=== block 1 ===
File: src/rtl/mul8_rr_scheduler.sv
// Round-robin scheduler sharing one signed 8x8 multiplier among NUM_REQ requesters
// through a 2-stage pipeline. Optional issue counter: define MUL8_SCHED_STATS_EN.
module mul8_rr_scheduler #(
    parameter int NUM_REQ = 4,
    parameter int ID_W    = 2
) (
    input  logic                 clk,
    input  logic                 rst,
    input  logic [NUM_REQ-1:0]   req_valid,
    output logic [NUM_REQ-1:0]   req_ready,
    input  logic [8*NUM_REQ-1:0] req_operand_a,
    input  logic [8*NUM_REQ-1:0] req_operand_b,
    output logic                 rsp_valid,
    input  logic                 rsp_ready,
    output logic [ID_W-1:0]      rsp_id,
    output logic [15:0]          rsp_result
`ifdef MUL8_SCHED_STATS_EN
    ,
    output logic [15:0]          stat_issue_cnt
`endif
);

    logic [ID_W-1:0]    ptr;
    logic               s1_valid;
    logic [7:0]         s1_a;
    logic [7:0]         s1_b;
    logic [ID_W-1:0]    s1_id;
    logic               adv1;
    logic               adv2;
    logic               accept;
    logic               grant_found;
    logic [ID_W-1:0]    grant_idx;
    logic [NUM_REQ-1:0] grant_oh;
    logic [7:0]         grant_a;
    logic [7:0]         grant_b;
    logic signed [15:0] product;

    assign adv2 = !rsp_valid || rsp_ready;
    assign adv1 = !s1_valid || adv2;

    // Two passes: requesters at or above ptr first, then the wrapped-around ones.
    always_comb begin
        // NOTE: every output gets a default before the search so no latch is inferred.
        grant_found = 1'b0;
        grant_idx   = '0;
        grant_oh    = '0;
        grant_a     = '0;
        grant_b     = '0;
        for (int k = 0; k < NUM_REQ; k++) begin
            if (!grant_found && req_valid[k] && (k >= int'(ptr))) begin
                grant_found = 1'b1;
                grant_idx   = ID_W'(k);
                grant_oh[k] = 1'b1;
                grant_a     = req_operand_a[8*k +: 8];
                grant_b     = req_operand_b[8*k +: 8];
            end
        end
        for (int k = 0; k < NUM_REQ; k++) begin
            if (!grant_found && req_valid[k]) begin
                grant_found = 1'b1;
                grant_idx   = ID_W'(k);
                grant_oh[k] = 1'b1;
                grant_a     = req_operand_a[8*k +: 8];
                grant_b     = req_operand_b[8*k +: 8];
            end
        end
    end

    assign req_ready = (!rst && adv1 && grant_found) ? grant_oh : '0;
    assign accept    = |req_ready;
    assign product   = $signed(s1_a) * $signed(s1_b);

    always_ff @(posedge clk) begin
        // NOTE: sequential state uses non-blocking assignments so every register samples pre-edge values.
        if (rst) begin
            ptr        <= '0;
            s1_valid   <= 1'b0;
            rsp_valid  <= 1'b0;
            rsp_id     <= '0;
            rsp_result <= '0;
        end else begin
            if (accept) begin
                ptr      <= (grant_idx == ID_W'(NUM_REQ - 1)) ? '0 : grant_idx + ID_W'(1);
                s1_valid <= 1'b1;
            end else if (adv1) begin
                s1_valid <= 1'b0;
            end
            if (adv2) begin
                rsp_valid <= s1_valid;
                if (s1_valid) begin
                    rsp_id     <= s1_id;
                    rsp_result <= product;
                end
            end
        end
    end

    // NOTE: stage-1 payload has no reset; it is only observed behind s1_valid.
    always_ff @(posedge clk) begin
        if (accept) begin
            s1_a  <= grant_a;
            s1_b  <= grant_b;
            s1_id <= grant_idx;
        end
    end

`ifdef MUL8_SCHED_STATS_EN
    always_ff @(posedge clk) begin
        if (rst) begin
            stat_issue_cnt <= '0;
        end else if (accept) begin
            stat_issue_cnt <= stat_issue_cnt + 16'd1;
        end
    end
`else
    // Statistics disabled: no issue counter is built.
`endif

endmodule

File: config.mk
export PLATFORM = sky130hd
export DESIGN_NAME = mul8_rr_scheduler
export DESIGN_NICKNAME = d
export VERILOG_FILES = /design/src/rtl/mul8_rr_scheduler.sv
export SDC_FILE = /design/constraint.sdc
export NUM_CORES = 1
export LEC_CHECK = 0
export CORE_AREA = 2 2 112 114
export CTS_CLUSTER_DIAMETER = 40
export DETAILED_ROUTE_END_ITERATION = 8
export DIE_AREA = 0 0 114 116
export PLACE_DENSITY = 0.6
export REMOVE_ABC_BUFFERS = 1
export SYNTH_ARGS = -nofsm -noshare
export SYNTH_HDL_FRONTEND = slang
export SYNTH_SLANG_ARGS = --single-unit
File: constraint.sdc
create_clock -name clk -period 5.41 [get_ports clk]
set_input_delay 0.8115 -clock clk [delete_from_list [all_inputs] [get_ports clk]]
set_output_delay 0.8115 -clock clk [all_outputs]
set_load 0.01 [all_outputs]
=== block 2 ===
[config.mk]
export PLATFORM = sky130hd
export DESIGN_NAME = debug_tx_sender
export DESIGN_NICKNAME = d
export VERILOG_FILES = /design/src/rtl/debug_tx_sender.sv
export SDC_FILE = /design/constraint.sdc
export NUM_CORES = 1
export LEC_CHECK = 0
export ABC_AREA = 1
export CAP_MARGIN = 20
export CORE_ASPECT_RATIO = 0.8
export CORE_MARGIN = 3
export CORE_UTILIZATION = 50
export CTS_CLUSTER_DIAMETER = 100
export DETAILED_ROUTE_END_ITERATION = 10
export PLACE_DENSITY = 0.81
export SLEW_MARGIN = 0
export SYNTH_ARGS = -nofsm -noshare
export SYNTH_HDL_FRONTEND = slang
export SYNTH_SLANG_ARGS = --single-unit
[constraint.sdc]
create_clock -name clock -period 3.3 [get_ports clock]
set_input_delay 0.66 -clock clock [delete_from_list [all_inputs] [get_ports clock]]
set_output_delay 0.66 -clock clock [all_outputs]
set_load 0.01 [all_outputs]
[src/rtl/debug_tx_sender.sv]
// Streams PC, register file and data memory to a UART transmitter, LSB byte first.
// Optional trailing XOR checksum byte when DEBUG_TX_CHECKSUM_EN is defined.
module debug_tx_sender #(
  parameter int unsigned NB_DATA     = 32,
  parameter int unsigned NB_BYTE     = 8,
  parameter int unsigned N_REGS      = 32,
  parameter int unsigned NB_REG_ADDR = 5,
  parameter int unsigned N_MEM_WORDS = 128,
  parameter int unsigned NB_MEM_ADDR = 7
) (
  input  logic                   clock,
  input  logic                   reset,
  input  logic                   i_start,
  input  logic [NB_DATA-1:0]     i_pc,
  output logic [NB_REG_ADDR-1:0] o_reg_addr,
  input  logic [NB_DATA-1:0]     i_reg_data,
  output logic [NB_MEM_ADDR-1:0] o_mem_addr,
  input  logic [NB_DATA-1:0]     i_mem_data,
  output logic [NB_BYTE-1:0]     o_tx_data,
  output logic                   o_tx_start,
  input  logic                   i_tx_done,
  output logic                   o_busy,
  output logic                   o_finish_send
);

  localparam int unsigned TOTAL       = 1 + N_REGS + N_MEM_WORDS;
  localparam int unsigned NB_WORD_IDX = $clog2(TOTAL);
  localparam int unsigned BYTES       = NB_DATA / NB_BYTE;
  localparam int unsigned NB_BYTE_IDX = (BYTES > 1) ? $clog2(BYTES) : 1;

  localparam logic [NB_WORD_IDX-1:0] LAST_WORD     = NB_WORD_IDX'(TOTAL - 1);
  localparam logic [NB_WORD_IDX-1:0] LAST_REG_WORD = NB_WORD_IDX'(N_REGS);
  localparam logic [NB_BYTE_IDX-1:0] LAST_BYTE     = NB_BYTE_IDX'(BYTES - 1);

  typedef enum logic [2:0] {
    StIdle,
    StFetch,
    StLatch,
    StSend,
    StWaitTx,
`ifdef DEBUG_TX_CHECKSUM_EN
    StCksum,
`endif
    StFinish
  } state_t;

  state_t                 state;
  logic [NB_WORD_IDX-1:0] word_idx;
  logic [NB_BYTE_IDX-1:0] byte_idx;
  logic [NB_DATA-1:0]     shift;
`ifdef DEBUG_TX_CHECKSUM_EN
  logic [NB_BYTE-1:0]     cksum;
  logic                   cksum_phase;
`endif

  always_ff @(posedge clock or posedge reset) begin
    if (reset) begin
      state         <= StIdle;
      word_idx      <= '0;
      byte_idx      <= '0;
      shift         <= '0;
      o_reg_addr    <= '0;
      o_mem_addr    <= '0;
      o_tx_data     <= '0;
      o_tx_start    <= 1'b0;
      o_busy        <= 1'b0;
      o_finish_send <= 1'b0;
`ifdef DEBUG_TX_CHECKSUM_EN
      cksum         <= '0;
      cksum_phase   <= 1'b0;
`endif
    end else begin
      o_tx_start    <= 1'b0;
      o_finish_send <= 1'b0;
      case (state)
        StIdle: begin
          o_busy <= i_start;
          if (i_start) begin
            word_idx <= '0;
            state    <= StFetch;
`ifdef DEBUG_TX_CHECKSUM_EN
            cksum       <= '0;
            cksum_phase <= 1'b0;
`endif
          end
        end
        // Address was already presented on entry, so sync sources capture it at this edge.
        StFetch: state <= StLatch;
        StLatch: begin
          if (word_idx == '0) begin
            shift <= i_pc;
          end else if (word_idx <= LAST_REG_WORD) begin
            shift <= i_reg_data;
          end else begin
            shift <= i_mem_data;
          end
          byte_idx <= '0;
          state    <= StSend;
        end
        StSend: begin
          o_tx_data  <= shift[NB_BYTE-1:0];
          o_tx_start <= 1'b1;
`ifdef DEBUG_TX_CHECKSUM_EN
          cksum <= cksum ^ shift[NB_BYTE-1:0];
`endif
          state <= StWaitTx;
        end
        StWaitTx: begin
          // A done coincident with our own strobe cannot belong to this byte.
          if (i_tx_done && !o_tx_start) begin
`ifdef DEBUG_TX_CHECKSUM_EN
            if (cksum_phase) begin
              state <= StFinish;
            end else
`endif
            if (byte_idx != LAST_BYTE) begin
              shift    <= shift >> NB_BYTE;
              byte_idx <= byte_idx + 1'b1;
              state    <= StSend;
            end else if (word_idx == LAST_WORD) begin
`ifdef DEBUG_TX_CHECKSUM_EN
              state <= StCksum;
`else
              state <= StFinish;
`endif
            end else begin
              word_idx <= word_idx + 1'b1;
              if (word_idx < LAST_REG_WORD) begin
                o_reg_addr <= NB_REG_ADDR'(word_idx);
              end else begin
                o_mem_addr <= NB_MEM_ADDR'(word_idx - LAST_REG_WORD);
              end
              state <= StFetch;
            end
          end
        end
`ifdef DEBUG_TX_CHECKSUM_EN
        StCksum: begin
          shift       <= NB_DATA'(cksum);
          cksum_phase <= 1'b1;
          state       <= StSend;
        end
`endif
        StFinish: begin
          o_finish_send <= 1'b1;
          state         <= StIdle;
        end
        default: state <= StIdle;
      endcase
    end
  end

endmodule
Block 2, port wiring:
Drawn at 2 px/um.
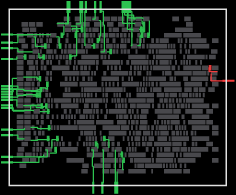
| port | color | bits | direction | end cells | buffers | wire |
|---|---|---|---|---|---|---|
| i_pc | green | 32 | input | 32 | 32 | 606 um |
| reset | red | 1 | input | 1 | 1 | 16.4 um |
IO Port Bufs: 122
I/O pins: 123

Block 2, cells colored by class:
Drawn at 3 px/um.
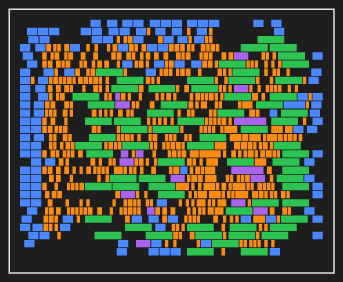
| class | color | cells |
|---|---|---|
| flip-flops | green | 68 |
| all other logic | orange | 491 |
| clock drivers and dummy loads | purple | 16 |
| other buffers and delay cells | blue | 125 |
std cell rows: 29
register fraction of the total cell area: 0.3069
area of the core: 0.007983 sq mm
post-route cell area: 0.005545 sq mm
Core Util, Final: 0.6947

==> changes_impl.md, block 2 <==
## Implementation

- Filler-free cell count of the finished design: 808
- Top cells excl fill/tap: sky130_fd_sc_hd__nand2_1 (144), sky130_fd_sc_hd__clkdlybuf4s50_1 (122), sky130_fd_sc_hd__nor2_1 (101)
- Top post-synthesis cells by area: sky130_fd_sc_hd__dfrtp_1 (41%), sky130_fd_sc_hd__nand2_1 (13%), sky130_fd_sc_hd__nor2_1 (9.2%)
- Routed wirelength normalized by instance count: 12.95 um
- Setup repair after global routing missed its margin: false
- Largest register FFs: 32
- Share of post-route cells with drive strength above 1: 0.07143
- Number of search-and-repair iterations in the first detailed-routing pass: 4
- Seq/Total Area, Yosys: 0.4109
- Tapcells inserted: 108
- Worst hold path type: reg -> reg
- Vias in the first global route: 3989
- Max Cap Violations: 0
- Outcome: finished, final reports clean
- XOR Share, Synth: 0.01057
- Instance count along the most critical hold path: 2
- Overall global routing resource usage: 0.2344
- Total number of warnings across the stage logs: 27
- Clock tree from TritonCTS: yes
- Largest cell class by area: combinational gates
[block 2: report_power, final]
group,switching [W],internal (W)
Sequential,0.000165,0.00113
Combinational,0.00112,0.000679
Clock,0.000325,0.000444
Total,0.00161,0.00225
[block 2: per-layer routing]
layer / wire [um] / GRT usage
met5: 0 / 0
met4: 172 / 0.09748
met3: 767 / 0.04670
met2: 5029 / 0.3826
met1: 4495 / 0.3065
[block 2: cell usage after synthesis (all sizes together)]
library cell  count
nand4             1
nand2           153
xnor2             2
xor2              3
nand3            69
ha                4
clkbuf            4
o21a              1
nor3              4
a31oi             2
o21ai            21
nand3b            1
buf              29
dfrtp            68
inv              71
nor2            109
a21oi            50
[block 2: critical path, stage by stage, from the launching register on]
cell and delay, ns:
sky130_fd_sc_hd__dfrtp_1 0.45, sky130_fd_sc_hd__nor2_4 0.17, sky130_fd_sc_hd__nand2_4 0.22, sky130_fd_sc_hd__inv_4 0.34, sky130_fd_sc_hd__nand2_2 0.12, sky130_fd_sc_hd__nand2_2 0.10
sky130_fd_sc_hd__nand2_4 0.18, sky130_fd_sc_hd__inv_4 0.32, sky130_fd_sc_hd__nor2_1 0.10, sky130_fd_sc_hd__a21oi_1 0.13
Block 1, placement density heat map:
Drawn at 3 px/um. The die is cut into 11 by 12 equal tiles; dark blue is low, red is high, 0 to 100% covered.
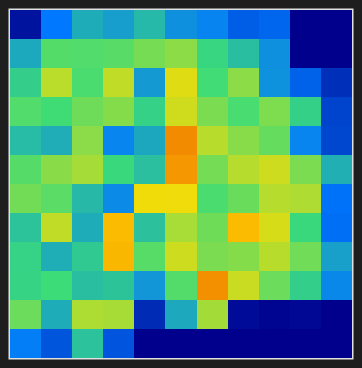
nearly empty tiles: 11%
mean over tiles: 43%
fullest tile: 84%
area of the core: 0.01191 sq mm
floorplan utilization: 0.3918

Block 1, cell outlines without signal wires:
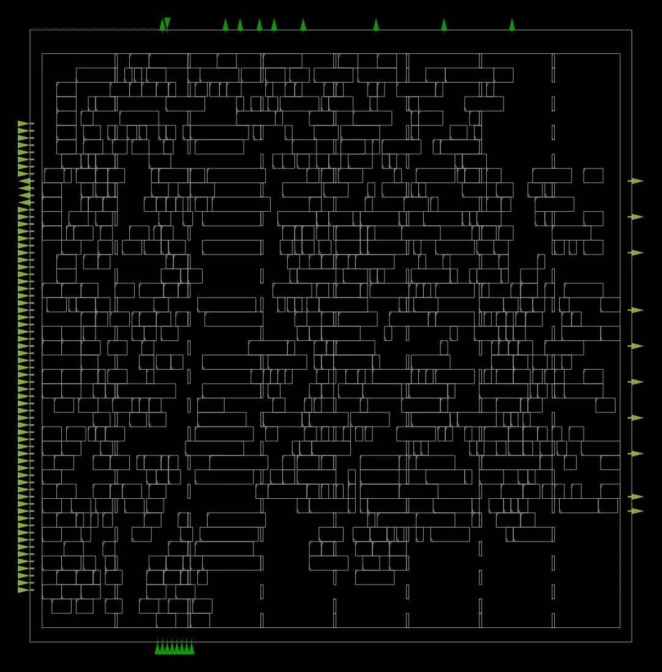
register fraction of the total cell area: 0.1662
filler-free cell count of the finished design: 759
Core Util, Final: 0.4954
std cell rows: 40
num sequential: 40

==> changes_impl.md, block 1 <==
## Implementation

- Outcome: finished, final reports clean
- Vertical die size: 116 um
- Area enclosed by the die boundary: 0.01322 sq mm
- Max transition margin: 0.3758
- Half-perimeter wire length after placement: 9163 um
- Non-CTS buffers: 98
- Met3 GRT Util: 0.04655
- Nets: about 770
- Multi-input gates: 382
- Final worst-path cycle share: 0.8548
- Worst hold path type: reg -> reg
- Comb power frac: 0.735
- Number of search-and-repair iterations in the first detailed-routing pass: 5
- Number of failing setup endpoints in the final timing report: 0
- Instance count along the most critical hold path: 2
## block 1: metal layers
layer,vias to the layer above,wire length (um)
met5,-,0
met1,1872,5175
met2,135,5290
li1,1957,-
met4,0,148
met3,15,707
## block 1: logic make-up after synthesis
| family | after synthesis | synth area share |
|---|---|---|
| xor+xnor | 11 | 0.02064 |
| flops | 40 | 0.2102 |
| mux | 1 | 0.002413 |
| simple gates | 166 | 0.1831 |
| compound gates | 120 | 0.1818 |
| buf+inv | 104 | 0.08820 |
| fa+ha+maj | 84 | 0.3137 |
## block 1: registers in the layout, indices dropped and copies added (netlist names)
register,count
rsp_id,2
rsp_valid,1
s1_a,8
s1_b,8
s1_valid,1
rsp_result,16
ptr,2
s1_id,2
## block 1: stage by stage
stage / util / setup WS [ns] / area (sq um) / power (W) / std cells
6_report: 0.4954 / 0.7853 / 5901 / 0.002967 / 759
5_1_grt: 0.4954 / 0.4658 / 5901 / 0.003328 / 759
4_1_cts: 0.4954 / 0.7907 / 5901 / 0.002994 / 759
3_5_place_dp: 0.4805 / 0.7909 / 5723 / 0.002613 / 751
3_3_place_gp: 0.4805 / 0.8642 / 5723 / 0.002571 / 751
2_1_floorplan: - / 1.047 / 4571 / 0.002098 / 506

## Gallery

M1 wires.
Drawn at 4 px/um. Supply wires on this layer in gray. Cells faint in the background.
picture 1
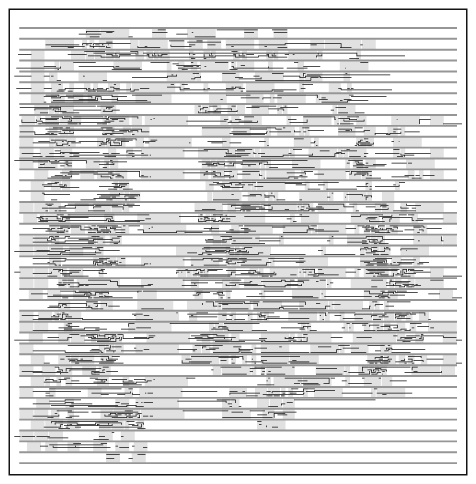
picture 2
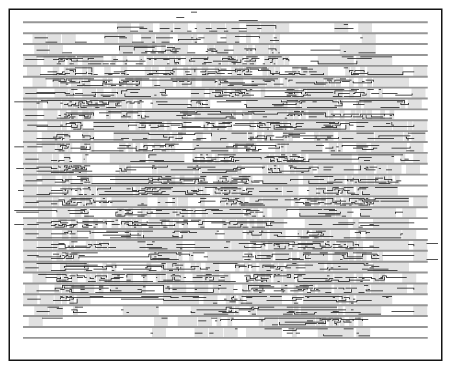
block 2 -> picture 2
block 1 -> picture 1

Key to picture 1:
main direction: horizontal
nets with wire on the layer: 691
share of all routed wire: 46%


Power and IR drop assume default switching activity.
